==================== relu_share_gen_flat
### Met2 routing, relu_share_gen_flat

(2 px per um) Cells faint in the background.
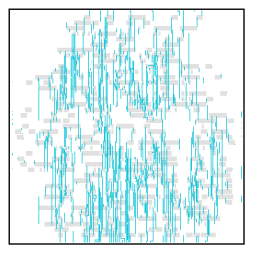

`src/rtl/relu_share_gen_pkg.sv`:
```
// Shared definitions for the ReLU input masker: per-width default LFSR taps
// and the seeding FSM encoding.
package relu_share_gen_pkg;

    localparam logic [0:0] ST_UNSEEDED = 1'b0;
    localparam logic [0:0] ST_RUN      = 1'b1;

    // Galois taps for the 2N-bit mask LFSR, indexed by element width N.
    function automatic logic [31:0] default_poly(input int n);
        case (n)
            16:      return 32'h8020_0003;
            default: return 32'h0000_B400;
        endcase
    endfunction

endpackage

```
`src/rtl/relu_share_gen_if.sv`:
```
// Input element stream and masked output word stream of relu_share_gen.
interface relu_share_gen_if #(
    parameter int N = 8
);
    logic [N-1:0]   in_x;
    logic           in_valid;
    logic           in_last;
    logic           in_ready;
    logic [2*N-1:0] g_output;
    logic [N-1:0]   e_output;
    logic           out_last;
    logic           out_valid;
    logic           out_ready;

    modport slave (
        input  in_x, in_valid, in_last, out_ready,
        output in_ready, g_output, e_output, out_last, out_valid
    );

    modport master (
        output in_x, in_valid, in_last, out_ready,
        input  in_ready, g_output, e_output, out_last, out_valid
    );
endinterface

```
`src/rtl/relu_mask_lfsr.sv`:
```
// Galois LFSR that supplies mask pairs; advances only on step, and a zero
// seed is replaced by 1 so the lock-up state can never be entered.
module relu_mask_lfsr #(
    parameter int           W    = 16,
    parameter logic [W-1:0] POLY = 16'hB400
) (
    input  logic         clk,
    input  logic         rst,
    input  logic         load,
    input  logic [W-1:0] load_value,
    input  logic         step,
    output logic [W-1:0] state
);

    logic [W-1:0] state_q;
    logic [W-1:0] state_d;

    always_comb begin
        state_d = state_q;
        if (load) begin
            state_d = (load_value == '0) ? W'(1) : load_value;
        end else if (step) begin
            state_d = (state_q >> 1) ^ (state_q[0] ? POLY : '0);
        end
    end

    always_ff @(posedge clk or negedge rst) begin
        if (!rst) begin
            state_q <= '0;
        end else begin
            state_q <= state_d;
        end
    end

    assign state = state_q;

endmodule

```
`src/rtl/relu_share_gen.sv`:
```
// Streaming masker: splits each element x into a garbler word {r1, r2} and an
// evaluator word x - r1, with fresh LFSR masks per element and vector framing.
module relu_share_gen
    import relu_share_gen_pkg::*;
#(
    parameter int               N    = 8,
    parameter logic [2*N-1:0]   POLY = (2*N)'(default_poly(N)),
    parameter int               CW   = 16
) (
    input  logic              clk,
    input  logic              rst,
    input  logic              seed_load,
    input  logic [2*N-1:0]    seed_value,
    output logic [CW-1:0]     vec_len,
    output logic              vec_done,
    output logic              seeded,
    relu_share_gen_if.slave   bus
);

    logic [0:0]     state_q;
    logic [0:0]     state_d;
    logic [2*N-1:0] lfsr_state;
    logic [2*N-1:0] g_q;
    logic [N-1:0]   e_q;
    logic           last_q;
    logic           valid_q;
    logic [CW-1:0]  elem_cnt_q;
    logic [CW-1:0]  vec_len_q;
    logic           vec_done_q;
    logic           accept;

    assign state_d = seed_load ? ST_RUN : state_q;
    assign seeded  = (state_q == ST_RUN);

    // Seed loads block acceptance so a new seed never races a mask draw.
    assign bus.in_ready = seeded && !seed_load && (!valid_q || bus.out_ready);
    assign accept       = bus.in_valid && bus.in_ready;

    relu_mask_lfsr #(
        .W    (2*N),
        .POLY (POLY)
    ) u_lfsr (
        .clk        (clk),
        .rst        (rst),
        .load       (seed_load),
        .load_value (seed_value),
        .step       (accept),
        .state      (lfsr_state)
    );

    always_ff @(posedge clk or negedge rst) begin
        if (!rst) begin
            state_q    <= ST_UNSEEDED;
            g_q        <= '0;
            e_q        <= '0;
            last_q     <= 1'b0;
            valid_q    <= 1'b0;
            elem_cnt_q <= '0;
            vec_len_q  <= '0;
            vec_done_q <= 1'b0;
        end else begin
            state_q    <= state_d;
            vec_done_q <= 1'b0;
            if (seed_load) begin
                elem_cnt_q <= '0;
            end
            if (accept) begin
                g_q     <= lfsr_state;
                e_q     <= bus.in_x - lfsr_state[2*N-1:N];
                last_q  <= bus.in_last;
                valid_q <= 1'b1;
                if (bus.in_last) begin
                    vec_len_q  <= elem_cnt_q + CW'(1);
                    elem_cnt_q <= '0;
                    vec_done_q <= 1'b1;
                end else begin
                    elem_cnt_q <= elem_cnt_q + CW'(1);
                end
            end else if (bus.out_ready) begin
                valid_q <= 1'b0;
            end
        end
    end

    assign bus.g_output  = g_q;
    assign bus.e_output  = e_q;
    assign bus.out_last  = last_q;
    assign bus.out_valid = valid_q;
    assign vec_len       = vec_len_q;
    assign vec_done      = vec_done_q;

endmodule

```
`src/flat_wrapper.sv`:
```
// flat-port wrapper written by rule: the top's interface ports become plain ports
module relu_share_gen_flat import relu_share_gen_pkg::*;
#(
    parameter int               N    = 8,
    parameter logic [2*N-1:0]   POLY = (2*N)'(default_poly(N)),
    parameter int               CW   = 16
)
  (clk, rst, seed_load, seed_value, vec_len, vec_done, seeded, bus_in_x, bus_in_valid, bus_in_last, bus_out_ready, bus_in_ready, bus_g_output, bus_e_output, bus_out_last, bus_out_valid);
  relu_share_gen_if #(.N(N)) bus_i ();
  input  logic clk;
  input  logic rst;
  input  logic seed_load;
  input  logic [2*N-1:0] seed_value;
  output logic [CW-1:0] vec_len;
  output logic vec_done;
  output logic seeded;
  input wire logic [$bits(bus_i.in_x)-1:0] bus_in_x;
  input wire logic [$bits(bus_i.in_valid)-1:0] bus_in_valid;
  input wire logic [$bits(bus_i.in_last)-1:0] bus_in_last;
  input wire logic [$bits(bus_i.out_ready)-1:0] bus_out_ready;
  output wire logic [$bits(bus_i.in_ready)-1:0] bus_in_ready;
  output wire logic [$bits(bus_i.g_output)-1:0] bus_g_output;
  output wire logic [$bits(bus_i.e_output)-1:0] bus_e_output;
  output wire logic [$bits(bus_i.out_last)-1:0] bus_out_last;
  output wire logic [$bits(bus_i.out_valid)-1:0] bus_out_valid;
  assign bus_i.in_x = bus_in_x;
  assign bus_i.in_valid = bus_in_valid;
  assign bus_i.in_last = bus_in_last;
  assign bus_i.out_ready = bus_out_ready;
  assign bus_in_ready = bus_i.in_ready;
  assign bus_g_output = bus_i.g_output;
  assign bus_e_output = bus_i.e_output;
  assign bus_out_last = bus_i.out_last;
  assign bus_out_valid = bus_i.out_valid;
  relu_share_gen #(.N(N), .POLY(POLY), .CW(CW)) u_core (.clk(clk), .rst(rst), .seed_load(seed_load), .seed_value(seed_value), .vec_len(vec_len), .vec_done(vec_done), .seeded(seeded), .bus(bus_i));
endmodule
```
`config.mk`:
```
export PLATFORM = sky130hd
export DESIGN_NAME = relu_share_gen_flat
export DESIGN_NICKNAME = d
export VERILOG_FILES = /design/src/rtl/relu_share_gen_pkg.sv /design/src/rtl/relu_share_gen_if.sv /design/src/rtl/relu_mask_lfsr.sv /design/src/rtl/relu_share_gen.sv /design/src/flat_wrapper.sv
export SDC_FILE = /design/constraint.sdc
export NUM_CORES = 1
export LEC_CHECK = 0
export CAP_MARGIN = 20
export CORE_MARGIN = 2
export CORE_UTILIZATION = 28
export DETAILED_ROUTE_END_ITERATION = 8
export GPL_TIMING_DRIVEN = 0
export HOLD_SLACK_MARGIN = 0.08
export MAX_ROUTING_LAYER = met4
export PLACE_DENSITY = 0.48
export SLEW_MARGIN = 20
export SYNTH_ARGS = -nofsm -noshare
export SYNTH_HDL_FRONTEND = slang
export SYNTH_SLANG_ARGS = --single-unit
```
`constraint.sdc`:
```
create_clock -name clk -period 3.1 [get_ports clk]
set_input_delay 0.62 -clock clk [delete_from_list [all_inputs] [get_ports clk]]
set_output_delay 0.62 -clock clk [all_outputs]
set_load 0.005 [all_outputs]
```
==================== serial_adder_n
<file path="config.mk">
export PLATFORM = sky130hd
export DESIGN_NAME = serial_adder_n
export DESIGN_NICKNAME = d
export VERILOG_FILES = /design/src/rtl/serial_adder_n.sv
export SDC_FILE = /design/constraint.sdc
export NUM_CORES = 1
export LEC_CHECK = 0
export CAP_MARGIN = 15
export CORE_MARGIN = 2
export CORE_UTILIZATION = 25
export CTS_CLUSTER_SIZE = 14
export DETAILED_ROUTE_END_ITERATION = 8
export PLACE_DENSITY = 0.5
export SLEW_MARGIN = 40
export SYNTH_ARGS = -nofsm -noshare
export SYNTH_HDL_FRONTEND = slang
export SYNTH_SLANG_ARGS = --single-unit
</file>
<file path="constraint.sdc">
create_clock -name clk -period 2 [get_ports clk]
set_input_delay 0.4 -clock clk [delete_from_list [all_inputs] [get_ports clk]]
set_output_delay 0.4 -clock clk [all_outputs]
set_load 0.005 [all_outputs]
</file>
<file path="src/rtl/serial_adder_n.sv">
// rtl/serial_adder_n.sv - bit-serial adder/subtractor with start/busy/done handshake
// One full-adder stage plus a carry flop processes one operand bit per clock, LSB first.
module serial_adder_n #(
  parameter int WIDTH = 8,
  parameter int CNT_W = 5
) (
  input  logic             clk,
  input  logic             rst_n,
  input  logic             start,
  input  logic [WIDTH-1:0] A,
  input  logic [WIDTH-1:0] B,
  input  logic             Cin,
  input  logic             Sub,
  output logic             busy,
  output logic             done,
  output logic [WIDTH-1:0] F,
  output logic             Co,
  output logic             Ovf
);

  typedef enum logic [1:0] {IDLE, RUN, DONE} state_t;

  state_t           state_q, state_d;
  logic [WIDTH-1:0] opa_q, opa_d;
  logic [WIDTH-1:0] opb_q, opb_d;
  logic [WIDTH-1:0] res_q, res_d;
  logic [WIDTH-1:0] f_q, f_d;
  logic             carry_q, carry_d;
  logic             co_q, co_d;
  logic             ovf_q, ovf_d;
  logic [CNT_W-1:0] cnt_q, cnt_d;
  logic             sum_bit;
  logic             last_bit;

  always_comb begin
    state_d  = state_q;
    opa_d    = opa_q;
    opb_d    = opb_q;
    res_d    = res_q;
    f_d      = f_q;
    carry_d  = carry_q;
    co_d     = co_q;
    ovf_d    = ovf_q;
    cnt_d    = cnt_q;
    sum_bit  = opa_q[0] ^ opb_q[0] ^ carry_q;
    last_bit = (cnt_q == CNT_W'(WIDTH - 1));

    case (state_q)
      IDLE: begin
        if (start) begin
          // Subtraction is A + ~B + ~borrow, so the adder itself never changes.
          opa_d   = A;
          opb_d   = Sub ? ~B : B;
          carry_d = Sub ? ~Cin : Cin;
          cnt_d   = '0;
          res_d   = '0;
          state_d = RUN;
        end
      end
      RUN: begin
        carry_d = (opa_q[0] & opb_q[0]) | (opa_q[0] & carry_q) | (opb_q[0] & carry_q);
        res_d            = res_q >> 1;
        res_d[WIDTH-1]   = sum_bit;
        opa_d            = opa_q >> 1;
        opb_d            = opb_q >> 1;
        cnt_d            = cnt_q + CNT_W'(1);
        if (last_bit) begin
          // On the last bit, opa_q[0]/opb_q[0] hold the operand MSBs.
          state_d = DONE;
          f_d     = res_d;
          co_d    = carry_d;
          ovf_d   = (opa_q[0] & opb_q[0] & ~sum_bit) | (~opa_q[0] & ~opb_q[0] & sum_bit);
        end
      end
      DONE: begin
        state_d = IDLE;
      end
      default: begin
        state_d = IDLE;
      end
    endcase
  end

  always_ff @(posedge clk or negedge rst_n) begin
    if (!rst_n) begin
      state_q <= IDLE;
      opa_q   <= '0;
      opb_q   <= '0;
      res_q   <= '0;
      f_q     <= '0;
      carry_q <= 1'b0;
      co_q    <= 1'b0;
      ovf_q   <= 1'b0;
      cnt_q   <= '0;
    end else begin
      state_q <= state_d;
      opa_q   <= opa_d;
      opb_q   <= opb_d;
      res_q   <= res_d;
      f_q     <= f_d;
      carry_q <= carry_d;
      co_q    <= co_d;
      ovf_q   <= ovf_d;
      cnt_q   <= cnt_d;
    end
  end

  assign busy = (state_q == RUN);
  assign done = (state_q == DONE);
  assign F    = f_q;
  assign Co   = co_q;
  assign Ovf  = ovf_q;

endmodule
</file>
### Pin placement, relu_share_gen_flat

(3 px per um) Pins as bars across the die edge, other pins in gray.
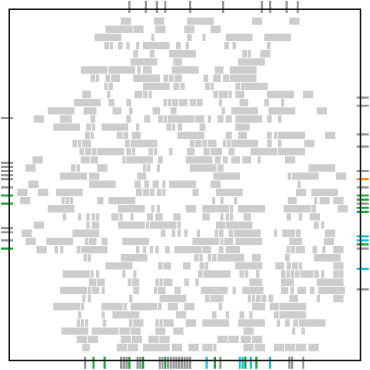
Orange shows bus_out_last, pins 1, direction output, edge right. Green shows bus_g_output, pins 16, direction output, edge 8 bottom, 5 right, 3 left. Cyan shows bus_in_x, pins 8, direction input, edge 5 bottom, 3 right.
All pins by edge: 34 bottom, 18 right, 13 left, 10 top.

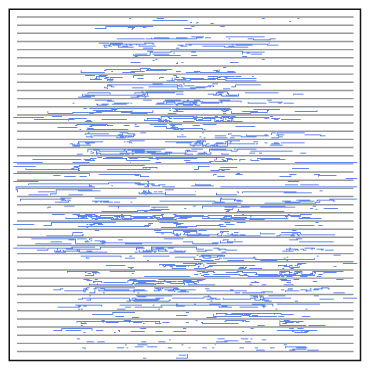
*Signal wires on met1, relu_share_gen_flat*
(3 px per um) Supply wires on this layer in gray.
457 nets have wire on it. The layer holds 49% of the routed length.

Notes on 'Met2 routing' of relu_share_gen_flat above:
The layer holds 46% of the routed length. 410 nets have wire on it. The layer carries 4320 um of wire.

==> impl_metrics.toml, relu_share_gen_flat <==
# flow metrics
[sta]
slew_violations = 0
setup_ws_ns = 0.397
rsz0062_at_grt = "no"
fin_skew_ns = 0.00965
finalCritPeriodShare = 0.872

[die]
rows = 41
fp_util = 0.283

[critical_path]
path_buffers = 2
crit_chain = "clkdlybuf4s50_1 -> nor2b_1 -> and2_1 -> clkdlybuf4s50_1"
crit_path_end_kind = "output port"
crit_top_cell = "clkdlybuf4s50_1"
crit_end = "bus_in_ready"

[route]
ant_nets = 0
drt_wl_total_um = 9480

[grt]
grt_pass1_vias = 2891
antenna_found_initial = 0
grt_start_max_net_pins = 41

[power]
leakage_nw = 2.10
p_per_area_nw_per_um2 = 553
clock_power_share = 0.367
comb_power_share = 0.192

[logic_synthesis]
top_cell = "nand2_1"
ys_types = 39
ys_area_um2 = 3550
syn_nets = 420

[clock_network]
clockBufferDepth = 2

[status]
status = "completed"
==> relu_share_gen_flat: power by group through the flow <==
stage / Clock (mW) / Combinational (mW) / Sequential [mW]
floorplan: 0 / 0.209 / 1.18
global placement: 0 / 0.508 / 1.19
detailed placement: 0 / 0.514 / 1.19
CTS: 0.999 / 0.519 / 1.17
global route: 1.04 / 0.571 / 1.19
finish: 0.971 / 0.508 / 1.17
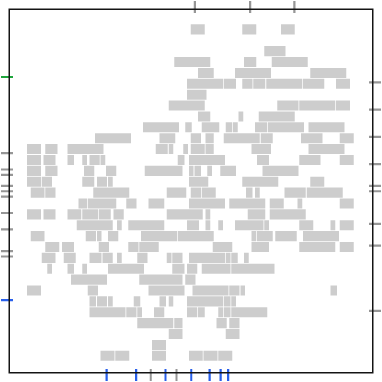
*Pin placement, serial_adder_n*
(4 px per um) Pins as bars across the die edge, other pins in gray.
Blue shows A, pins 8, direction input, edge 7 bottom, 1 left. Green shows clk, pins 1, direction input, edge left.
All pins by edge: 12 left, 9 bottom, 9 right, 3 top.

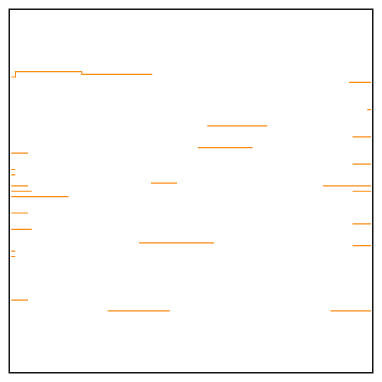
*M3 wires, serial_adder_n*
(4 px per um)
The layer carries 196 um of wire. The wires run mostly horizontal. 24 nets have wire on it. The longest straight run is 18.4 um. The layer holds 5.4% of the routed length.

==> impl_metrics.toml, serial_adder_n <==
# flow metrics
[layout]
lay_top_cells = "40 x dfrtp_1, 31 x clkdlybuf4s50_1, 22 x nand2_1"

[logic_synthesis]
top_area_cell = "dfrtp_1"
ys_sh_mux = 0.0956
syn_nets = 184
xor_share = 0.0421
ys_sh_adder = 0.0307

[clock_network]
cts_root_buf = "clkbuf_8"
clockBufferDepth = 2
h-tree-depth = 2
cts-resized-gates = 1
cts_made_buffers = 5

[route]
vias = 1286
drt_wl_total_um = 3670
dr.pass1.iters = 4
routedWlPerCell_um = 12.3
wl_met3_um = 196

[place]
dp_cells = 289

[die]
die_height_um = 90.5
core-area_um2 = 7250

[grt]
grt_pass1_vias = 1286
grt_use_met2 = 0.137

[power]
peakVddDrop_mv = 0.370

[status]
status = "completed"

[critical_path]
reg2reg_from = "opa_q[0]"

[flow_run]
warning_count = 28
-- serial_adder_n: critical path, cell delays in order (launching register included) --
cell	delay, ns
dfrtp_2	0.43
buf_6	0.17
nor2b_1	0.12
clkdlybuf4s50_1	0.51
-- serial_adder_n: layout make-up --
type,instances,area [um^2]
multi-input cells,101,773
repair buffers,42,419
flip-flops and latches,41,1030
fillers,772,4750
clock buffers,5,68.8
inverters,8,30.0
well taps,99,124
clock inverters,3,65.1

==================== fifo_write_arbiter
### Signal wires on met1, fifo_write_arbiter

(6 px per um) Supply wires on this layer in gray.
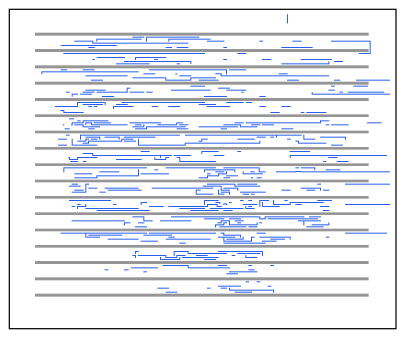

`config.mk`:
```
export PLATFORM = sky130hd
export DESIGN_NAME = fifo_write_arbiter
export DESIGN_NICKNAME = d
export VERILOG_FILES = /design/src/rtl/fifo_arb_pkg.sv /design/src/rtl/rr_pick.sv /design/src/rtl/fifo_write_arbiter.sv
export SDC_FILE = /design/constraint.sdc
export NUM_CORES = 1
export LEC_CHECK = 0
export CAP_MARGIN = 20
export CORE_ASPECT_RATIO = 0.8
export CORE_MARGIN = 4
export CORE_UTILIZATION = 38
export DETAILED_ROUTE_END_ITERATION = 10
export GPL_TIMING_DRIVEN = 0
export PLACE_DENSITY = 0.81
export SLEW_MARGIN = 30
export SYNTH_ARGS = -nofsm -noshare
export SYNTH_HDL_FRONTEND = slang
export SYNTH_SLANG_ARGS = --single-unit
```
`constraint.sdc`:
```
create_clock -name w_clk -period 2.7 [get_ports w_clk]
set_input_delay 0.54 -clock w_clk [delete_from_list [all_inputs] [get_ports w_clk]]
set_output_delay 0.54 -clock w_clk [all_outputs]
set_load 0.005 [all_outputs]
```
`src/rtl/fifo_arb_pkg.sv`:
```
// fifo_arb_pkg: shared types, widths and round-robin search for the FIFO write arbiter
package fifo_arb_pkg;
  typedef enum logic [0:0] {IDLE = 1'b0, GRANT = 1'b1} arb_state_t;
  localparam int BEAT_W = 4;
  function automatic logic [2:0] rr_next(input logic [7:0] mask, input logic [2:0] last, input int n);
    logic [2:0] w;
    int idx;
    w = last;
    for (int i = n; i >= 1; i--) begin
      idx = (int'(last) + i) % n;
      if (mask[idx]) w = 3'(idx);
    end
    return w;
  endfunction
endpackage

```
`src/rtl/rr_pick.sv`:
```
// rr_pick: combinational round-robin winner search starting after last_grant
module rr_pick
  import fifo_arb_pkg::*;
#(
  parameter int N_REQ = 4,
  parameter int GW = $clog2(N_REQ)
) (
  input  logic [N_REQ-1:0] req_valid,
  input  logic [GW-1:0]    last_grant,
  output logic [GW-1:0]    winner,
  output logic             any
);
  assign winner = GW'(rr_next(8'(req_valid), 3'(last_grant), N_REQ));
  assign any = |req_valid;
endmodule

```
`src/rtl/fifo_write_arbiter.sv`:
```
// fifo_write_arbiter: round-robin burst arbiter sharing the async FIFO write port
module fifo_write_arbiter
  import fifo_arb_pkg::*;
#(
  parameter int N_REQ = 4,
  parameter int D_WIDTH = 8,
  parameter int BURST = 4
) (
  input  logic                       w_clk,
  input  logic                       w_rst,
  input  logic [N_REQ-1:0]           req_valid,
  input  logic [N_REQ*D_WIDTH-1:0]   req_data,
  output logic [N_REQ-1:0]           req_ready,
  input  logic                       wfull,
  input  logic                       hfull,
  output logic                       w_inc,
  output logic [D_WIDTH-1:0]         wdata,
  output logic [$clog2(N_REQ)-1:0]   grant_id,
  output logic                       busy
);
  localparam int GW = $clog2(N_REQ);
  arb_state_t state;
  logic [GW-1:0] last_grant, winner;
  logic [BEAT_W-1:0] beat_cnt, lim;
  logic any, bubble, xfer, rel;
  rr_pick #(.N_REQ(N_REQ)) u_pick (
    .req_valid (req_valid),
    .last_grant(last_grant),
    .winner    (winner),
    .any       (any)
  );
  assign busy = state == GRANT;
  assign xfer = busy && req_valid[grant_id] && !wfull;
  assign lim = hfull ? BEAT_W'(1) : BEAT_W'(BURST);
  // >= rather than == so hfull rising mid-burst still ends the grant on the next beat
  assign rel = busy && ((xfer && beat_cnt + 1'b1 >= lim) || !req_valid[grant_id]);
  assign w_inc = xfer;
  assign req_ready = xfer ? {{(N_REQ-1){1'b0}}, 1'b1} << grant_id : '0;
  assign wdata = busy ? req_data[int'(grant_id)*D_WIDTH +: D_WIDTH] : '0;
  // bubble marks the mandatory dead IDLE cycle that follows every release
  always_ff @(posedge w_clk or posedge w_rst) begin
    if (w_rst) begin
      state <= IDLE;
      last_grant <= GW'(N_REQ-1);
      grant_id <= '0;
      beat_cnt <= '0;
      bubble <= 1'b0;
    end else if (!busy) begin
      bubble <= 1'b0;
      if (!bubble && any && !wfull) begin
        state <= GRANT;
        grant_id <= winner;
        beat_cnt <= '0;
      end
    end else if (rel) begin
      state <= IDLE;
      last_grant <= grant_id;
      bubble <= 1'b1;
    end else if (xfer) begin
      beat_cnt <= beat_cnt + 1'b1;
    end
  end
endmodule

```
==================== code_shift_buffer_flat
File: src/rtl/code_shift_buffer_if.sv
// Interface bundling the digit-entry controls and buffer status of code_shift_buffer.
// The master side enters digits and supplies the reference code; the slave is the buffer.
interface code_shift_buffer_if #(
    parameter int DIGIT_W = 4,
    parameter int DEPTH   = 4
);
    localparam int CW = $clog2(DEPTH + 1);

    logic                       push;
    logic                       pop;
    logic                       flush;
    logic [DIGIT_W-1:0]         digit_in;
    logic [DEPTH*DIGIT_W-1:0]   code_ref;
    logic [DEPTH*DIGIT_W-1:0]   data_o;
    logic [CW-1:0]              count;
    logic                       empty;
    logic                       full;
    logic                       overflow;
    logic                       match;

    modport master (
        output push, pop, flush, digit_in, code_ref,
        input  data_o, count, empty, full, overflow, match
    );

    modport slave (
        input  push, pop, flush, digit_in, code_ref,
        output data_o, count, empty, full, overflow, match
    );
endinterface

File: src/rtl/code_shift_buffer.sv
// Keypad-style digit buffer: newest digit sits in the top slice, backspace removes it,
// and a full buffer can be compared against a reference code.
module code_shift_buffer #(
    parameter int DIGIT_W   = 4,
    parameter int DEPTH     = 4,
    parameter bit OVERWRITE = 1'b1
) (
    input logic               clk,
    input logic               clr,
    code_shift_buffer_if.slave bus
);
    localparam int W  = DEPTH * DIGIT_W;
    localparam int CW = $clog2(DEPTH + 1);
    localparam logic [CW-1:0] FULL_CNT = CW'(DEPTH);

    logic [W-1:0]  data_q;
    logic [CW-1:0] count_q;
    logic          overflow_q;
    logic          is_empty;
    logic          is_full;
    logic [W-1:0]  shift_in;
    logic [W-1:0]  shift_back;

    assign is_empty = (count_q == '0);
    assign is_full  = (count_q == FULL_CNT);

    // Entering a digit ages everything toward slice 0; backspace moves it back and
    // zero-fills slice 0, which keeps every invalid slice at zero.
    assign shift_in   = {bus.digit_in, data_q[W-1:DIGIT_W]};
    assign shift_back = {data_q[W-DIGIT_W-1:0], {DIGIT_W{1'b0}}};

    // NOTE: all state uses non-blocking assignments so every register samples pre-edge values.
    always_ff @(posedge clk or negedge clr) begin
        if (!clr) begin
            data_q     <= '0;
            count_q    <= '0;
            overflow_q <= 1'b0;
        end else begin
            overflow_q <= 1'b0;
            if (bus.flush) begin
                data_q  <= '0;
                count_q <= '0;
            end else if (bus.push && bus.pop && !is_empty) begin
                data_q[W-1 -: DIGIT_W] <= bus.digit_in;
            end else if (bus.push) begin
                if (is_full) begin
                    overflow_q <= 1'b1;
                    if (OVERWRITE) begin
                        data_q <= shift_in;
                    end
                end else begin
                    data_q  <= shift_in;
                    count_q <= count_q + 1'b1;
                end
            end else if (bus.pop && !is_empty) begin
                data_q  <= shift_back;
                count_q <= count_q - 1'b1;
            end
        end
    end

    assign bus.data_o   = data_q;
    assign bus.count    = count_q;
    assign bus.empty    = is_empty;
    assign bus.full     = is_full;
    assign bus.overflow = overflow_q;
    assign bus.match    = is_full && (data_q == bus.code_ref);
endmodule

File: src/flat_wrapper.sv
// flat-port wrapper written by rule: the top's interface ports become plain ports
module code_shift_buffer_flat 
#(
    parameter int DIGIT_W   = 4,
    parameter int DEPTH     = 4,
    parameter bit OVERWRITE = 1'b1
)
  (clk, clr, bus_push, bus_pop, bus_flush, bus_digit_in, bus_code_ref, bus_data_o, bus_count, bus_empty, bus_full, bus_overflow, bus_match);
  code_shift_buffer_if #(.DIGIT_W(DIGIT_W), .DEPTH(DEPTH)) bus_i ();
  input logic clk;
  input logic clr;
  input wire logic [$bits(bus_i.push)-1:0] bus_push;
  input wire logic [$bits(bus_i.pop)-1:0] bus_pop;
  input wire logic [$bits(bus_i.flush)-1:0] bus_flush;
  input wire logic [$bits(bus_i.digit_in)-1:0] bus_digit_in;
  input wire logic [$bits(bus_i.code_ref)-1:0] bus_code_ref;
  output wire logic [$bits(bus_i.data_o)-1:0] bus_data_o;
  output wire logic [$bits(bus_i.count)-1:0] bus_count;
  output wire logic [$bits(bus_i.empty)-1:0] bus_empty;
  output wire logic [$bits(bus_i.full)-1:0] bus_full;
  output wire logic [$bits(bus_i.overflow)-1:0] bus_overflow;
  output wire logic [$bits(bus_i.match)-1:0] bus_match;
  assign bus_i.push = bus_push;
  assign bus_i.pop = bus_pop;
  assign bus_i.flush = bus_flush;
  assign bus_i.digit_in = bus_digit_in;
  assign bus_i.code_ref = bus_code_ref;
  assign bus_data_o = bus_i.data_o;
  assign bus_count = bus_i.count;
  assign bus_empty = bus_i.empty;
  assign bus_full = bus_i.full;
  assign bus_overflow = bus_i.overflow;
  assign bus_match = bus_i.match;
  code_shift_buffer #(.DIGIT_W(DIGIT_W), .DEPTH(DEPTH), .OVERWRITE(OVERWRITE)) u_core (.clk(clk), .clr(clr), .bus(bus_i));
endmodule
File: config.mk
export PLATFORM = sky130hd
export DESIGN_NAME = code_shift_buffer_flat
export DESIGN_NICKNAME = d
export VERILOG_FILES = /design/src/rtl/code_shift_buffer_if.sv /design/src/rtl/code_shift_buffer.sv /design/src/flat_wrapper.sv
export SDC_FILE = /design/constraint.sdc
export NUM_CORES = 1
export LEC_CHECK = 0
export CAP_MARGIN = 40
export CORE_ASPECT_RATIO = 1.25
export CORE_MARGIN = 1.5
export CORE_UTILIZATION = 44
export DETAILED_ROUTE_END_ITERATION = 12
export PLACE_DENSITY = 0.8
export SKIP_LAST_GASP = 1
export SYNTH_ARGS = -nofsm -noshare
export SYNTH_HDL_FRONTEND = slang
export SYNTH_SLANG_ARGS = --single-unit
File: constraint.sdc
create_clock -name clk -period 2 [get_ports clk]
set_input_delay 0.4 -clock clk [delete_from_list [all_inputs] [get_ports clk]]
set_output_delay 0.4 -clock clk [all_outputs]
set_load 0.1 [all_outputs]
==================== packet_framer
**config.mk**
```make
export PLATFORM = sky130hd
export DESIGN_NAME = packet_framer
export DESIGN_NICKNAME = d
export VERILOG_FILES = /design/src/rtl/packet_framer.sv
export SDC_FILE = /design/constraint.sdc
export NUM_CORES = 1
export LEC_CHECK = 0
export ABC_AREA = 0
export CAP_MARGIN = 20
export CORE_MARGIN = 1.5
export CORE_UTILIZATION = 38
export CTS_CLUSTER_DIAMETER = 120
export CTS_CLUSTER_SIZE = 20
export DETAILED_ROUTE_END_ITERATION = 6
export SLEW_MARGIN = 10
export SYNTH_ARGS = -nofsm -noshare
export SYNTH_HDL_FRONTEND = slang
export SYNTH_SLANG_ARGS = --single-unit
```
**constraint.sdc**
```tcl
create_clock -name clk -period 3.5 [get_ports clk]
set_input_delay 0.525 -clock clk [delete_from_list [all_inputs] [get_ports clk]]
set_output_delay 0.525 -clock clk [all_outputs]
set_load 0.02 [all_outputs]
```
**src/rtl/packet_framer.sv**
```systemverilog
// Transmit framer: buffers a payload stream, then hands preamble, sync,
// length, payload and checksum words one at a time to the modulator.
module packet_framer #(
  parameter int DATA_SIZE = 16,
  parameter int MAX_PAYLOAD = 16,
  parameter int PREAMBLE_WORDS = 2,
  parameter logic [DATA_SIZE-1:0] PREAMBLE_WORD = 16'hAAAA,
  parameter logic [DATA_SIZE-1:0] SYNC_WORD = 16'hA5C3,
  parameter int TIMEOUT_CYCLES = 65535
) (
  input  logic                 clk,
  input  logic                 rst_n,
  input  logic [DATA_SIZE-1:0] in_data,
  input  logic                 in_valid,
  input  logic                 in_last,
  output logic                 in_ready,
  output logic [DATA_SIZE-1:0] mod_data,
  output logic                 mod_enable,
  input  logic                 mod_done,
  output logic                 busy,
  output logic                 frame_sent,
  output logic                 trunc,
  output logic                 timeout
);

  localparam int CW = $clog2(MAX_PAYLOAD + 1);
  localparam int AW = (MAX_PAYLOAD > 1) ? $clog2(MAX_PAYLOAD) : 1;
  localparam int IW = $clog2(MAX_PAYLOAD + PREAMBLE_WORDS + 1);
  localparam int WW = (TIMEOUT_CYCLES > 1) ? $clog2(TIMEOUT_CYCLES + 1) : 1;
  localparam int DEPTH = 2 ** AW;

  typedef enum logic [2:0] {
    S_FILL, S_PRE, S_SYNC, S_LEN, S_PAY, S_CRC
  } state_t;

  state_t               r_state;
  state_t               w_next;
  logic [CW-1:0]        r_cnt;
  logic [DATA_SIZE-1:0] r_sum;
  logic [IW-1:0]        r_idx;
  logic [WW-1:0]        r_wd;
  logic                 r_act;
  logic                 r_live;
  logic                 r_sent;
  logic                 r_trunc;
  logic                 r_tout;
  logic [DATA_SIZE-1:0] r_buf [DEPTH];

  logic w_accept;
  logic w_full_next;
  logic w_done;
  logic w_wd_hit;
  logic w_pre_last;
  logic w_pay_last;

  assign w_accept    = in_valid & in_ready;
  assign w_full_next = (r_cnt == CW'(MAX_PAYLOAD - 1));
  assign w_done      = r_act & mod_done;
  assign w_wd_hit    = r_act & ~mod_done &
                       (r_wd == WW'(TIMEOUT_CYCLES - 1));
  assign w_pre_last  = (r_idx == IW'(PREAMBLE_WORDS - 1));
  assign w_pay_last  = (IW'(r_cnt) == r_idx + 1'b1);

  assign mod_enable = r_act;
  assign busy       = (r_state != S_FILL);
  assign frame_sent = r_sent;
  assign trunc      = r_trunc;
  assign timeout    = r_tout;

  // State register
  always_ff @(posedge clk or negedge rst_n) begin
    if (!rst_n) r_state <= S_FILL;
    else        r_state <= w_next;
  end

  // Next-state: advance on word completion, watchdog aborts to FILL
  always_comb begin
    w_next = r_state;
    unique case (r_state)
      S_FILL: if (w_accept && (in_last || w_full_next)) w_next = S_PRE;
      S_PRE:  if (w_done && w_pre_last) w_next = S_SYNC;
      S_SYNC: if (w_done) w_next = S_LEN;
      S_LEN:  if (w_done) w_next = S_PAY;
      S_PAY:  if (w_done && w_pay_last) w_next = S_CRC;
      S_CRC:  if (w_done) w_next = S_FILL;
      default: w_next = S_FILL;
    endcase
    if (w_wd_hit) w_next = S_FILL;
  end

  // Output decode: word presented to the modulator and buffer readiness
  always_comb begin
    mod_data = '0;
    unique case (1'b1)
      (r_state == S_PRE):  mod_data = PREAMBLE_WORD;
      (r_state == S_SYNC): mod_data = SYNC_WORD;
      (r_state == S_LEN):  mod_data = DATA_SIZE'(r_cnt);
      (r_state == S_PAY):  mod_data = r_buf[r_idx[AW-1:0]];
      (r_state == S_CRC):  mod_data = DATA_SIZE'(r_cnt) + r_sum;
      default:             mod_data = '0;
    endcase
    in_ready = r_live & (r_state == S_FILL) &
               (r_cnt < CW'(MAX_PAYLOAD));
  end

  // Counters, SETUP/ACTIVE phase, watchdog and status pulses
  always_ff @(posedge clk or negedge rst_n) begin
    if (!rst_n) begin
      r_cnt   <= '0;
      r_sum   <= '0;
      r_idx   <= '0;
      r_wd    <= '0;
      r_act   <= 1'b0;
      r_live  <= 1'b0;
      r_sent  <= 1'b0;
      r_trunc <= 1'b0;
      r_tout  <= 1'b0;
    end else begin
      r_live  <= 1'b1;
      r_sent  <= 1'b0;
      r_trunc <= 1'b0;
      r_tout  <= 1'b0;
      if (w_accept) begin
        r_cnt   <= r_cnt + 1'b1;
        r_sum   <= r_sum + in_data;
        r_trunc <= w_full_next & ~in_last;
      end
      if (r_state != S_FILL) begin
        if (!r_act) begin
          r_act <= 1'b1;
          r_wd  <= '0;
        end else if (mod_done) begin
          r_act <= 1'b0;
          r_idx <= (w_next != r_state) ? '0 : r_idx + 1'b1;
          if (r_state == S_CRC) begin
            r_sent <= 1'b1;
            r_cnt  <= '0;
            r_sum  <= '0;
          end
        end else if (w_wd_hit) begin
          r_act  <= 1'b0;
          r_tout <= 1'b1;
          r_cnt  <= '0;
          r_sum  <= '0;
          r_idx  <= '0;
        end else begin
          r_wd <= r_wd + 1'b1;
        end
      end
    end
  end

  // Payload buffer write
  always_ff @(posedge clk or negedge rst_n) begin
    if (!rst_n) begin
      for (int i = 0; i < DEPTH; i++) r_buf[i] <= '0;
    end else if (w_accept) begin
      r_buf[r_cnt[AW-1:0]] <= in_data;
    end
  end

endmodule

```
==================== alu_cmd_issuer_flat
<file path="src/rtl/alu_cmd_issuer_if.sv">
// Sequencer-side instruction/result ports and ALU-side start/done ports of alu_cmd_issuer.
interface alu_cmd_issuer_if #(
  parameter int DATA_W = 8,
  parameter int OP_W   = 3,
  parameter int DEPTH  = 4
);
  localparam int CNT_W = $clog2(DEPTH + 1);

  logic                  in_valid;
  logic                  in_ready;
  logic [DATA_W-1:0]     in_a;
  logic [DATA_W-1:0]     in_b;
  logic [OP_W-1:0]       in_op;
  logic [DATA_W-1:0]     alu_a;
  logic [DATA_W-1:0]     alu_b;
  logic [OP_W-1:0]       alu_op;
  logic                  alu_start;
  logic                  alu_done;
  logic [2*DATA_W-1:0]   alu_result;
  logic                  res_valid;
  logic                  res_ready;
  logic [2*DATA_W-1:0]   res_data;
  logic [OP_W-1:0]       res_op;
  logic                  res_err;
  logic [CNT_W-1:0]      fifo_count;
  logic                  busy;

  modport slave (
    input  in_valid, in_a, in_b, in_op, alu_done, alu_result, res_ready,
    output in_ready, alu_a, alu_b, alu_op, alu_start, res_valid, res_data,
           res_op, res_err, fifo_count, busy
  );

  modport master (
    output in_valid, in_a, in_b, in_op, alu_done, alu_result, res_ready,
    input  in_ready, alu_a, alu_b, alu_op, alu_start, res_valid, res_data,
           res_op, res_err, fifo_count, busy
  );
endinterface

</file>
<file path="src/rtl/alu_cmd_issuer.sv">
// Instruction FIFO feeding a one-at-a-time ALU start/done issuer with timeout/illegal-op results.
// state | meaning: IDLE pop head | ISSUE first start cycle | WAIT start held for done | RESP result offered
module alu_cmd_issuer #(
  parameter int DATA_W  = 8,
  parameter int OP_W    = 3,
  parameter int DEPTH   = 4,
  parameter int TIMEOUT = 255
) (
  input  logic            clk,
  input  logic            reset_n,
  alu_cmd_issuer_if.slave bus
);
  localparam int PTR_W = $clog2(DEPTH);
  localparam int CNT_W = $clog2(DEPTH + 1);
  localparam int TMO_W = $clog2(TIMEOUT + 1);
  localparam int ENT_W = 2*DATA_W + OP_W;
  localparam int RES_W = 2*DATA_W;

  localparam logic [1:0] S_IDLE  = 2'd0;
  localparam logic [1:0] S_ISSUE = 2'd1;
  localparam logic [1:0] S_WAIT  = 2'd2;
  localparam logic [1:0] S_RESP  = 2'd3;

  logic [1:0]        state_q, state_d;
  logic [PTR_W-1:0]  wr_ptr_q, wr_ptr_d;
  logic [PTR_W-1:0]  rd_ptr_q, rd_ptr_d;
  logic [CNT_W-1:0]  count_q, count_d;
  logic [ENT_W-1:0]  mem_q [DEPTH];
  logic [ENT_W-1:0]  mem_d [DEPTH];
  logic [DATA_W-1:0] a_q, a_d;
  logic [DATA_W-1:0] b_q, b_d;
  logic [OP_W-1:0]   op_q, op_d;
  logic              start_q, start_d;
  logic [TMO_W-1:0]  tmo_q, tmo_d;
  logic              res_valid_q, res_valid_d;
  logic [RES_W-1:0]  res_data_q, res_data_d;
  logic [OP_W-1:0]   res_op_q, res_op_d;
  logic              res_err_q, res_err_d;

  logic              in_ready;
  logic              push;
  logic              pop;
  logic [ENT_W-1:0]  head;
  logic [OP_W-1:0]   head_op;
  logic              head_legal;

  assign in_ready   = (count_q != CNT_W'(DEPTH));
  assign push       = bus.in_valid & in_ready;
  assign pop        = (state_q == S_IDLE) && (count_q != '0);
  assign head       = mem_q[rd_ptr_q];
  assign head_op    = head[OP_W-1:0];
  assign head_legal = (head_op == OP_W'(1)) || (head_op == OP_W'(2)) ||
                      (head_op == OP_W'(3)) || (head_op == OP_W'(4));

  always_comb begin
    state_d     = state_q;
    wr_ptr_d    = wr_ptr_q;
    rd_ptr_d    = rd_ptr_q;
    count_d     = count_q;
    mem_d       = mem_q;
    a_d         = a_q;
    b_d         = b_q;
    op_d        = op_q;
    start_d     = start_q;
    tmo_d       = tmo_q;
    res_valid_d = res_valid_q;
    res_data_d  = res_data_q;
    res_op_d    = res_op_q;
    res_err_d   = res_err_q;

    if (push) begin
      mem_d[wr_ptr_q] = {bus.in_a, bus.in_b, bus.in_op};
      wr_ptr_d        = wr_ptr_q + PTR_W'(1);
    end
    if (pop) begin
      rd_ptr_d = rd_ptr_q + PTR_W'(1);
    end
    case ({push, pop})
      2'b10:   count_d = count_q + CNT_W'(1);
      2'b01:   count_d = count_q - CNT_W'(1);
      default: count_d = count_q;
    endcase

    case (state_q)
      S_IDLE: begin
        if (pop) begin
          a_d  = head[ENT_W-1 -: DATA_W];
          b_d  = head[OP_W +: DATA_W];
          op_d = head_op;
          if (head_legal) begin
            start_d = 1'b1;
            state_d = S_ISSUE;
          end else if (head_op != '0) begin
            res_valid_d = 1'b1;
            res_data_d  = '0;
            res_op_d    = head_op;
            res_err_d   = 1'b1;
            state_d     = S_RESP;
          end
        end
      end
      S_ISSUE: begin
        tmo_d   = '0;
        state_d = S_WAIT;
      end
      S_WAIT: begin
        // done wins over a timeout expiring on the same edge
        if (bus.alu_done) begin
          start_d     = 1'b0;
          res_valid_d = 1'b1;
          res_data_d  = bus.alu_result;
          res_op_d    = op_q;
          res_err_d   = 1'b0;
          state_d     = S_RESP;
        end else if (tmo_q == TMO_W'(TIMEOUT - 1)) begin
          start_d     = 1'b0;
          res_valid_d = 1'b1;
          res_data_d  = '0;
          res_op_d    = op_q;
          res_err_d   = 1'b1;
          state_d     = S_RESP;
        end else if (tmo_q != TMO_W'(TIMEOUT)) begin
          tmo_d = tmo_q + TMO_W'(1);
        end
      end
      S_RESP: begin
        if (bus.res_ready) begin
          res_valid_d = 1'b0;
          state_d     = S_IDLE;
        end
      end
      default: state_d = S_IDLE;
    endcase
  end

  always_ff @(posedge clk) begin
    if (!reset_n) begin
      state_q     <= S_IDLE;
      wr_ptr_q    <= '0;
      rd_ptr_q    <= '0;
      count_q     <= '0;
      for (int i = 0; i < DEPTH; i++) mem_q[i] <= '0;
      a_q         <= '0;
      b_q         <= '0;
      op_q        <= '0;
      start_q     <= 1'b0;
      tmo_q       <= '0;
      res_valid_q <= 1'b0;
      res_data_q  <= '0;
      res_op_q    <= '0;
      res_err_q   <= 1'b0;
    end else begin
      state_q     <= state_d;
      wr_ptr_q    <= wr_ptr_d;
      rd_ptr_q    <= rd_ptr_d;
      count_q     <= count_d;
      mem_q       <= mem_d;
      a_q         <= a_d;
      b_q         <= b_d;
      op_q        <= op_d;
      start_q     <= start_d;
      tmo_q       <= tmo_d;
      res_valid_q <= res_valid_d;
      res_data_q  <= res_data_d;
      res_op_q    <= res_op_d;
      res_err_q   <= res_err_d;
    end
  end

  assign bus.in_ready   = in_ready;
  assign bus.alu_a      = a_q;
  assign bus.alu_b      = b_q;
  assign bus.alu_op     = op_q;
  assign bus.alu_start  = start_q;
  assign bus.res_valid  = res_valid_q;
  assign bus.res_data   = res_data_q;
  assign bus.res_op     = res_op_q;
  assign bus.res_err    = res_err_q;
  assign bus.fifo_count = count_q;
  assign bus.busy       = (state_q != S_IDLE) || (count_q != '0);
endmodule
</file>
<file path="src/flat_wrapper.sv">
// flat-port wrapper written by rule: the top's interface ports become plain ports
module alu_cmd_issuer_flat 
#(
  parameter int DATA_W  = 8,
  parameter int OP_W    = 3,
  parameter int DEPTH   = 4,
  parameter int TIMEOUT = 255
)
  (clk, reset_n, bus_in_valid, bus_in_a, bus_in_b, bus_in_op, bus_alu_done, bus_alu_result, bus_res_ready, bus_in_ready, bus_alu_a, bus_alu_b, bus_alu_op, bus_alu_start, bus_res_valid, bus_res_data, bus_res_op, bus_res_err, bus_fifo_count, bus_busy);
  alu_cmd_issuer_if #(.DATA_W(DATA_W), .OP_W(OP_W), .DEPTH(DEPTH)) bus_i ();
  input  logic clk;
  input  logic reset_n;
  input wire logic [$bits(bus_i.in_valid)-1:0] bus_in_valid;
  input wire logic [$bits(bus_i.in_a)-1:0] bus_in_a;
  input wire logic [$bits(bus_i.in_b)-1:0] bus_in_b;
  input wire logic [$bits(bus_i.in_op)-1:0] bus_in_op;
  input wire logic [$bits(bus_i.alu_done)-1:0] bus_alu_done;
  input wire logic [$bits(bus_i.alu_result)-1:0] bus_alu_result;
  input wire logic [$bits(bus_i.res_ready)-1:0] bus_res_ready;
  output wire logic [$bits(bus_i.in_ready)-1:0] bus_in_ready;
  output wire logic [$bits(bus_i.alu_a)-1:0] bus_alu_a;
  output wire logic [$bits(bus_i.alu_b)-1:0] bus_alu_b;
  output wire logic [$bits(bus_i.alu_op)-1:0] bus_alu_op;
  output wire logic [$bits(bus_i.alu_start)-1:0] bus_alu_start;
  output wire logic [$bits(bus_i.res_valid)-1:0] bus_res_valid;
  output wire logic [$bits(bus_i.res_data)-1:0] bus_res_data;
  output wire logic [$bits(bus_i.res_op)-1:0] bus_res_op;
  output wire logic [$bits(bus_i.res_err)-1:0] bus_res_err;
  output wire logic [$bits(bus_i.fifo_count)-1:0] bus_fifo_count;
  output wire logic [$bits(bus_i.busy)-1:0] bus_busy;
  assign bus_i.in_valid = bus_in_valid;
  assign bus_i.in_a = bus_in_a;
  assign bus_i.in_b = bus_in_b;
  assign bus_i.in_op = bus_in_op;
  assign bus_i.alu_done = bus_alu_done;
  assign bus_i.alu_result = bus_alu_result;
  assign bus_i.res_ready = bus_res_ready;
  assign bus_in_ready = bus_i.in_ready;
  assign bus_alu_a = bus_i.alu_a;
  assign bus_alu_b = bus_i.alu_b;
  assign bus_alu_op = bus_i.alu_op;
  assign bus_alu_start = bus_i.alu_start;
  assign bus_res_valid = bus_i.res_valid;
  assign bus_res_data = bus_i.res_data;
  assign bus_res_op = bus_i.res_op;
  assign bus_res_err = bus_i.res_err;
  assign bus_fifo_count = bus_i.fifo_count;
  assign bus_busy = bus_i.busy;
  alu_cmd_issuer #(.DATA_W(DATA_W), .OP_W(OP_W), .DEPTH(DEPTH), .TIMEOUT(TIMEOUT)) u_core (.clk(clk), .reset_n(reset_n), .bus(bus_i));
endmodule
</file>
<file path="config.mk">
export PLATFORM = sky130hd
export DESIGN_NAME = alu_cmd_issuer_flat
export DESIGN_NICKNAME = d
export VERILOG_FILES = /design/src/rtl/alu_cmd_issuer_if.sv /design/src/rtl/alu_cmd_issuer.sv /design/src/flat_wrapper.sv
export SDC_FILE = /design/constraint.sdc
export NUM_CORES = 1
export LEC_CHECK = 0
export CAP_MARGIN = 25
export CORE_MARGIN = 1
export CORE_UTILIZATION = 49
export DETAILED_ROUTE_END_ITERATION = 10
export PLACE_DENSITY = 0.76
export SLEW_MARGIN = 20
export SYNTH_ARGS = -nofsm -noshare
export SYNTH_HDL_FRONTEND = slang
export SYNTH_SLANG_ARGS = --single-unit
</file>
<file path="constraint.sdc">
create_clock -name clk -period 2.5 [get_ports clk]
set_clock_uncertainty 0.2 [all_clocks]
set_input_delay 0.5 -clock clk [delete_from_list [all_inputs] [get_ports clk]]
set_output_delay 0.5 -clock clk [all_outputs]
set_load 0.02 [all_outputs]
</file>
### Signal wires on met1, alu_cmd_issuer_flat

(3 px per um) Supply wires on this layer in gray.
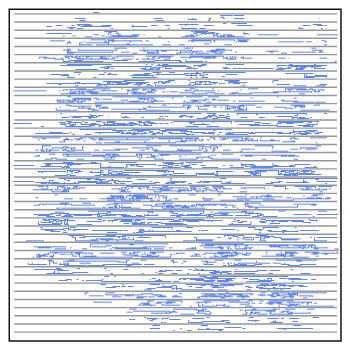
The wires run mostly horizontal. 738 nets have wire on it. The layer holds 42% of the routed length. The layer carries 6000 um of wire.

==> impl_metrics.toml, alu_cmd_issuer_flat <==
# flow metrics
[status]
status = "completed"

[route]
routedWlPerCell_um = 15.8
avgViaCountPerCell = 5.68
vias = 5189

[layout]
sh_seq_area = 0.357
buffers_excl_clock = 117
comb-cell-share = 0.373

[logic_synthesis]
top_logic_kind = "simple AND/OR/NAND/NOR gates"
ys_seq_frac = 0.469
ys_types = 36
synthTopCellsByArea = "dfxtp_1 47%, a21oi_1 10%, nand2_1 8.8%, nand3_1 8.6%, mux4_2 4.7%"
xor_share = 0.0168
ys.flops = 134
netlist_top_cells_count = "134 x dfxtp_1, 134 x nand2_1, 118 x a21oi_1"

[sta]
worstMarginPinSlew_ns = 0.644
rsz0062_at_grt = "no"
finalCritPeriodShare = 0.955
setup_ws_ns = 0.114
period_needed_ns = 2.39

[grt]
grtUsageMet1 = 0.294
antenna_found_initial = 0
gr-total-overflow = 0

[critical_path]
startpoint_type = "flop"

[clock_network]
cts_made_buffers = 17

[power]
leakage_nw = 2.59
combinationalPower_mw = 1.95

[flow_run]
maxCapViolations = 0
[alu_cmd_issuer_flat: critical path, stage by stage, from the launching register on]
cell and delay (ns):
dfxtp_1 0.40, inv_1 0.11, ha_2 0.20, buf_4 0.16, nand2_1 0.07, dlygate4sd2_1 0.33
[alu_cmd_issuer_flat: worst paths after layout]
| check | start | endpoint | depth (start not counted) |
|---|---|---|---|
| min reg2reg | u_core.mem_q[75] | u_core.mem_q[75] | 2 |
| max | u_core.state_q[0] | bus_busy | 5 |
| max reg2reg | u_core.state_q[1] | u_core.bus.fifo_count[2] | 10 |
| min | u_core.mem_q[75] | u_core.mem_q[75] | 2 |
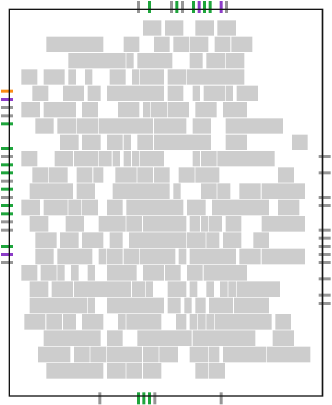
*Pin placement, code_shift_buffer_flat*
(6 px per um) Pins as bars across the die edge, other pins in gray.
Orange shows clk, pins 1, direction input, edge left. Green shows bus_code_ref, pins 16, direction input, edge 8 left, 5 top, 3 bottom. Purple shows bus_digit_in, pins 4, direction input, edge 2 top, 2 left.

==> impl_metrics.toml, code_shift_buffer_flat <==
# flow metrics
[status]
status = "finished, violations left"
violations = "negative setup slack"

[layout]
non_clock_buffer_area_share = 0.293
comb-cell-share = 0.402
drive_gt1_frac = 0.415
clockBufferCount = 4
antenna_cells = 0
seq_area_um2 = 526

[critical_path]
path_buffers = 1
rrSetupSlack_ns = 0.27
crit_fanout = 2
crit_end = "bus_match"

[logic_synthesis]
netlist_top_cells_count = "23 x nor2_1, 20 x dfrtp_1, 17 x xnor2_1"
ys_sh_adder = 0.0152
synthCells = 134
top_area_cell = "dfrtp_1"
ys_area_um2 = 1320
synth.avg_cell_area_um2 = 9.84
synth_top_area_share = 0.380

[route]
dr.pass1.iters = 4
vias = 1211
wl_met3_um = 218
avgViaCountPerCell = 5.41
drt_wl_total_um = 3370
ant_nets = 0

[clock_network]
cts_tree = "done"
numClockSinks = 20
post-cts-setup-buffer-count = 8
cts_hold_buf = 0
cts-resized-gates = 21

[flow_run]
maxCapViolations = 0
warning_count = 29

[die]
core-area_um2 = 2890
fp_util = 0.456
die_height_um = 64.2

[sta]
hold_viol_final = 0
setup_ws_ns = -0.107
setup-violations-final = 1

[grt]
busiest_layer = "met2"
grt_start_max_net_pins = 29
grt_first_pass_wirelength_um = 5750
grtUsageMet1 = 0.273

[min_path]
hp-class = "in2async"

[power]
p_sw_frac = 0.534
p_per_area_nw_per_um2 = 1270
leakage_nw = 0.890
p_total_mw = 2.57
## code_shift_buffer_flat: cells in the final DEF, fill, tap and decap left out, types with 2 or more instances in the layout
master / instances
a211oi_1: 8
xnor2_2: 5
a31oi_1: 5
nor2_1: 22
dfrtp_1: 2
mux2_2: 5
dfrtp_2: 17
inv_1: 3
o21ai_0: 3
buf_12: 8
mux2i_1: 12
nand4_1: 3
buf_4: 28
xnor2_1: 12
mux2_4: 3
dlygate4sd2_1: 15
clkbuf_4: 3
clkdlybuf4s50_1: 9
nand2_1: 5
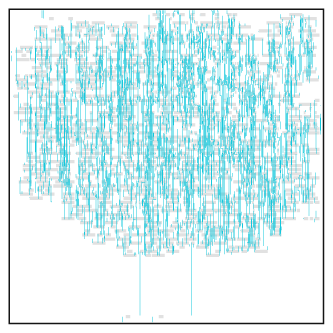
*Met2 routing, packet_framer*
(1.5 px per um) Cells faint in the background.
The wires run mostly vertical. The layer carries 19300 um of wire.

==> impl_metrics.toml, packet_framer <==
# flow metrics
[status]
status = "finished, violations left"
violations = "negative hold slack"

[route]
dr_wl_met2_um = 19300
drcViolationCount = 0

[min_path]
hp-class = "in2async"

[grt]
grtUsageMet1 = 0.280

[sta]
hold_viol_final = 1
rsz0062_at_grt = "yes"
whs_ns = -0.00471

[logic_synthesis]
netlist_area_um2 = 16000
syn_nets = 1249
synth_top_area_share = 0.477

[clock_network]
cts_made_buffers = 19
cts_tree = "done"

[die]
chipArea_um2 = 43500

[power]
clk-power_mw = 2.21
combinationalPower_mw = 3.32
peakVddDrop_mv = 0.269

[layout]
n_fill_cell = 3802

[critical_path]
reg2reg_from = "r_idx[0]"
path_buffers = 4
rrSetupSlack_ns = 0.48
packet_framer: metrics by stage:
stage                     instance area, um^2  worst slack [ns]  setup TNS, ns  instances
after CTS                               18000          -0.00108       -0.00108       1798
final                                   18000            0.0465              0       1799
after detailed placement                17300            0.0433              0       1766
after global routing                    18000           -0.0518        -0.0770       1799
after floorplan                         16000             0.510              0       1196
after global placement                  17300            0.0384              0       1766
packet_framer: sequential cells by signal, summed over array words and instances, names as in the netlist:
signal      count
frame_sent      1
mod_enable      1
r_buf         256
r_cnt           5
r_idx           5
r_live          1
r_state         3
r_sum          16
r_wd           16
timeout         1
trunc           1
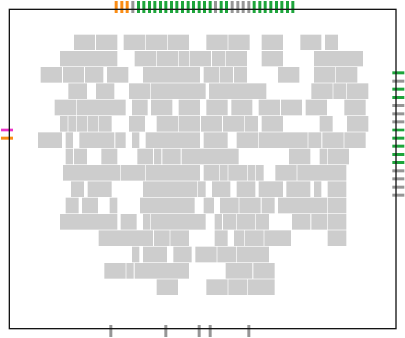
*Pin placement, fifo_write_arbiter*
(6 px per um) Pins as bars across the die edge, other pins in gray.
Magenta shows w_clk, pins 1, direction input, edge left. Orange shows req_valid, pins 4, direction input, edge 3 top, 1 left. Green shows req_data, pins 32, direction input, edge 24 top, 8 right.
All pins by edge: 33 top, 16 right, 5 bottom, 2 left.

## Picture notes: 'Signal wires on met1' of fifo_write_arbiter
The layer holds 41% of the routed length. The layer carries 1190 um of wire. The longest straight run is 23.5 um.

==> impl_metrics.toml, fifo_write_arbiter <==
# flow metrics
[power]
comb_power_share = 0.677
clock_power_share = 0.085
powerSeq_uw = 269

[critical_path]
crit_path_end_kind = "output port"
crit_arrival_ns = 2.10
cp_slowest_stage_delay_ns = 0.51
r2r_cells = 5
crit_chain = "dlygate4sd2_1 -> mux4_2 -> and3_4 -> buf_6 -> clkdlybuf4s50_1"
path_buffers = 3
reg2reg_from = "beat_cnt[0]"

[route]
ant_nets = 0
vias = 949
dr.pass1.iters = 4
wl_met1_um = 1190

[sta]
finalCritPeriodShare = 0.977
max_freq_mhz = 379
fin_skew_ns = 0.00200
rsz0062_at_grt = "no"

[logic_synthesis]
ys_cells = 90
netlist_area_um2 = 961
ys_types = 43
synth.avg_cell_area_um2 = 10.7
synth_async_sr_flop_share = 1.00
ys_seq_frac = 0.263
xor_share = 0.00911
ys_sh_adder = 0.0391
ff_type = "dfrtp_1"
simple_gate_area_frac = 0.181

[layout]
sh_seq_area = 0.158
non_clock_buffer_area_share = 0.372
comb-cell-share = 0.409
fin_area_um2 = 1600
utilization = 0.660

[die]
die_height_um = 53.0
die_w_um = 64.2
rows = 16
io_pins = 56

[min_path]
hp-class = "in2async"

[clock_network]
clk_pin_slew_ns = 0.06
cts_made_buffers = 3
numClockSinks = 10
clock_latency_ns = 0.25
h-tree-depth = 1

[grt]
busiest_layer = "met2"
grt_use_met2 = 0.329

[place]
pre_cts_ws_ns = -0.416

[status]
status = "completed"
fifo_write_arbiter: cells in the mapped netlist (2+ instances only):
| master | n |
|---|---|
| nor3_1 | 2 |
| dfstp_2 | 2 |
| nand2b_1 | 2 |
| buf_6 | 2 |
| a31o_2 | 2 |
| nor2b_1 | 2 |
| nor2_1 | 3 |
| a221oi_1 | 2 |
| nand2_1 | 4 |
| and2_1 | 8 |
| dfrtp_1 | 8 |
| mux4_2 | 5 |
| inv_1 | 8 |
| mux4_1 | 4 |
| mux2_2 | 3 |
| clkbuf_1 | 4 |
| ha_1 | 3 |


==> gallery <==
Cell placement.
picture 1
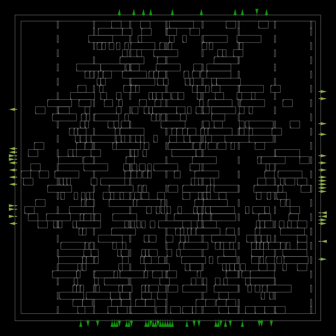
picture 2
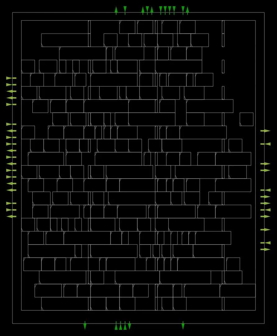
picture 3
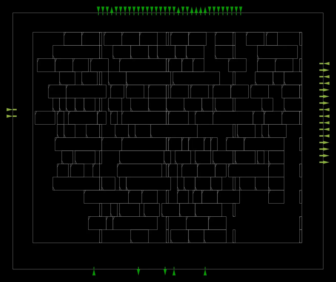
picture 4
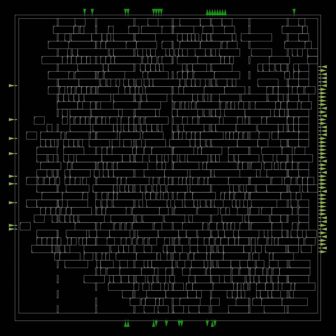
picture 5
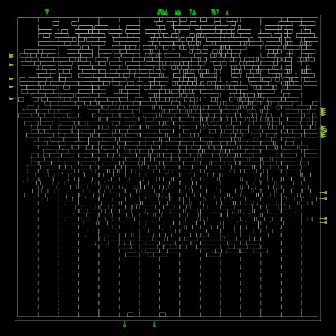
picture 6
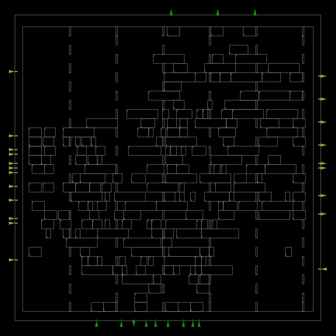
- most cells: picture 5
- fewest sequential cells: picture 3
picture 2: code_shift_buffer_flat
picture 3: fifo_write_arbiter
picture 5: packet_framer
picture 4: alu_cmd_issuer_flat
picture 1: relu_share_gen_flat
picture 6: serial_adder_n


==> screenshots <==
M3 wires.
image #1
(3 px per um)
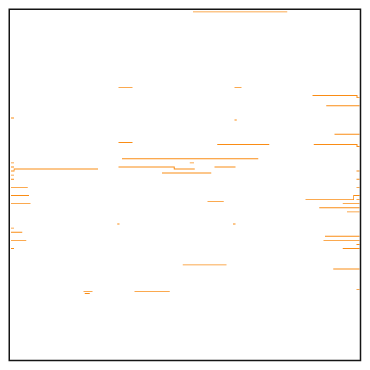
image #2
(6 px per um)
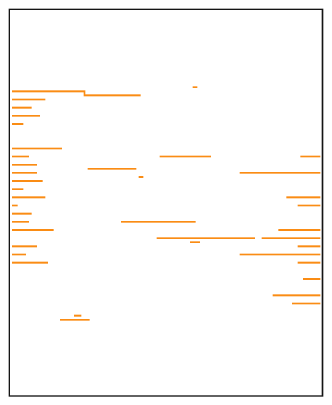
image #3
(3 px per um)
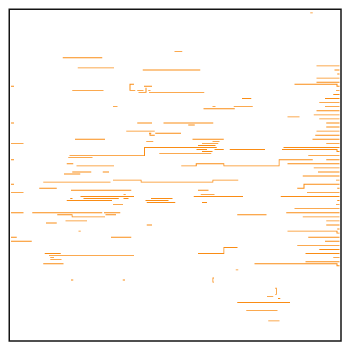
image #4
(2 px per um)
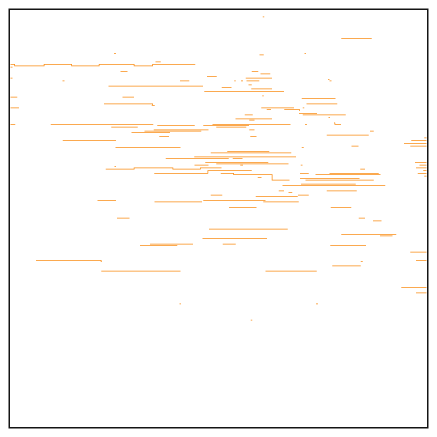
image #5
(6 px per um)
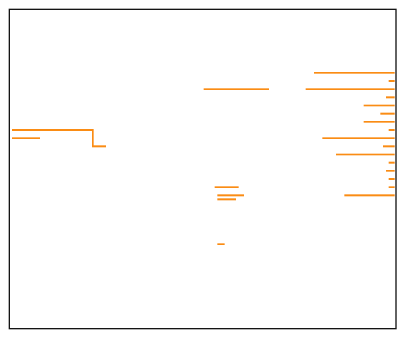
code_shift_buffer_flat is image #2.
relu_share_gen_flat is image #1.
alu_cmd_issuer_flat is image #3.
packet_framer is image #4.
fifo_write_arbiter is image #5.
The one with the largest die is image #4.

Key to image #3:
The longest straight run is 28.1 um. The layer carries 1160 um of wire. 110 nets have wire on it. The wires run mostly horizontal. The layer holds 8.0% of the routed length.

No activity file was given, so power comes from the tool's default toggle rates.
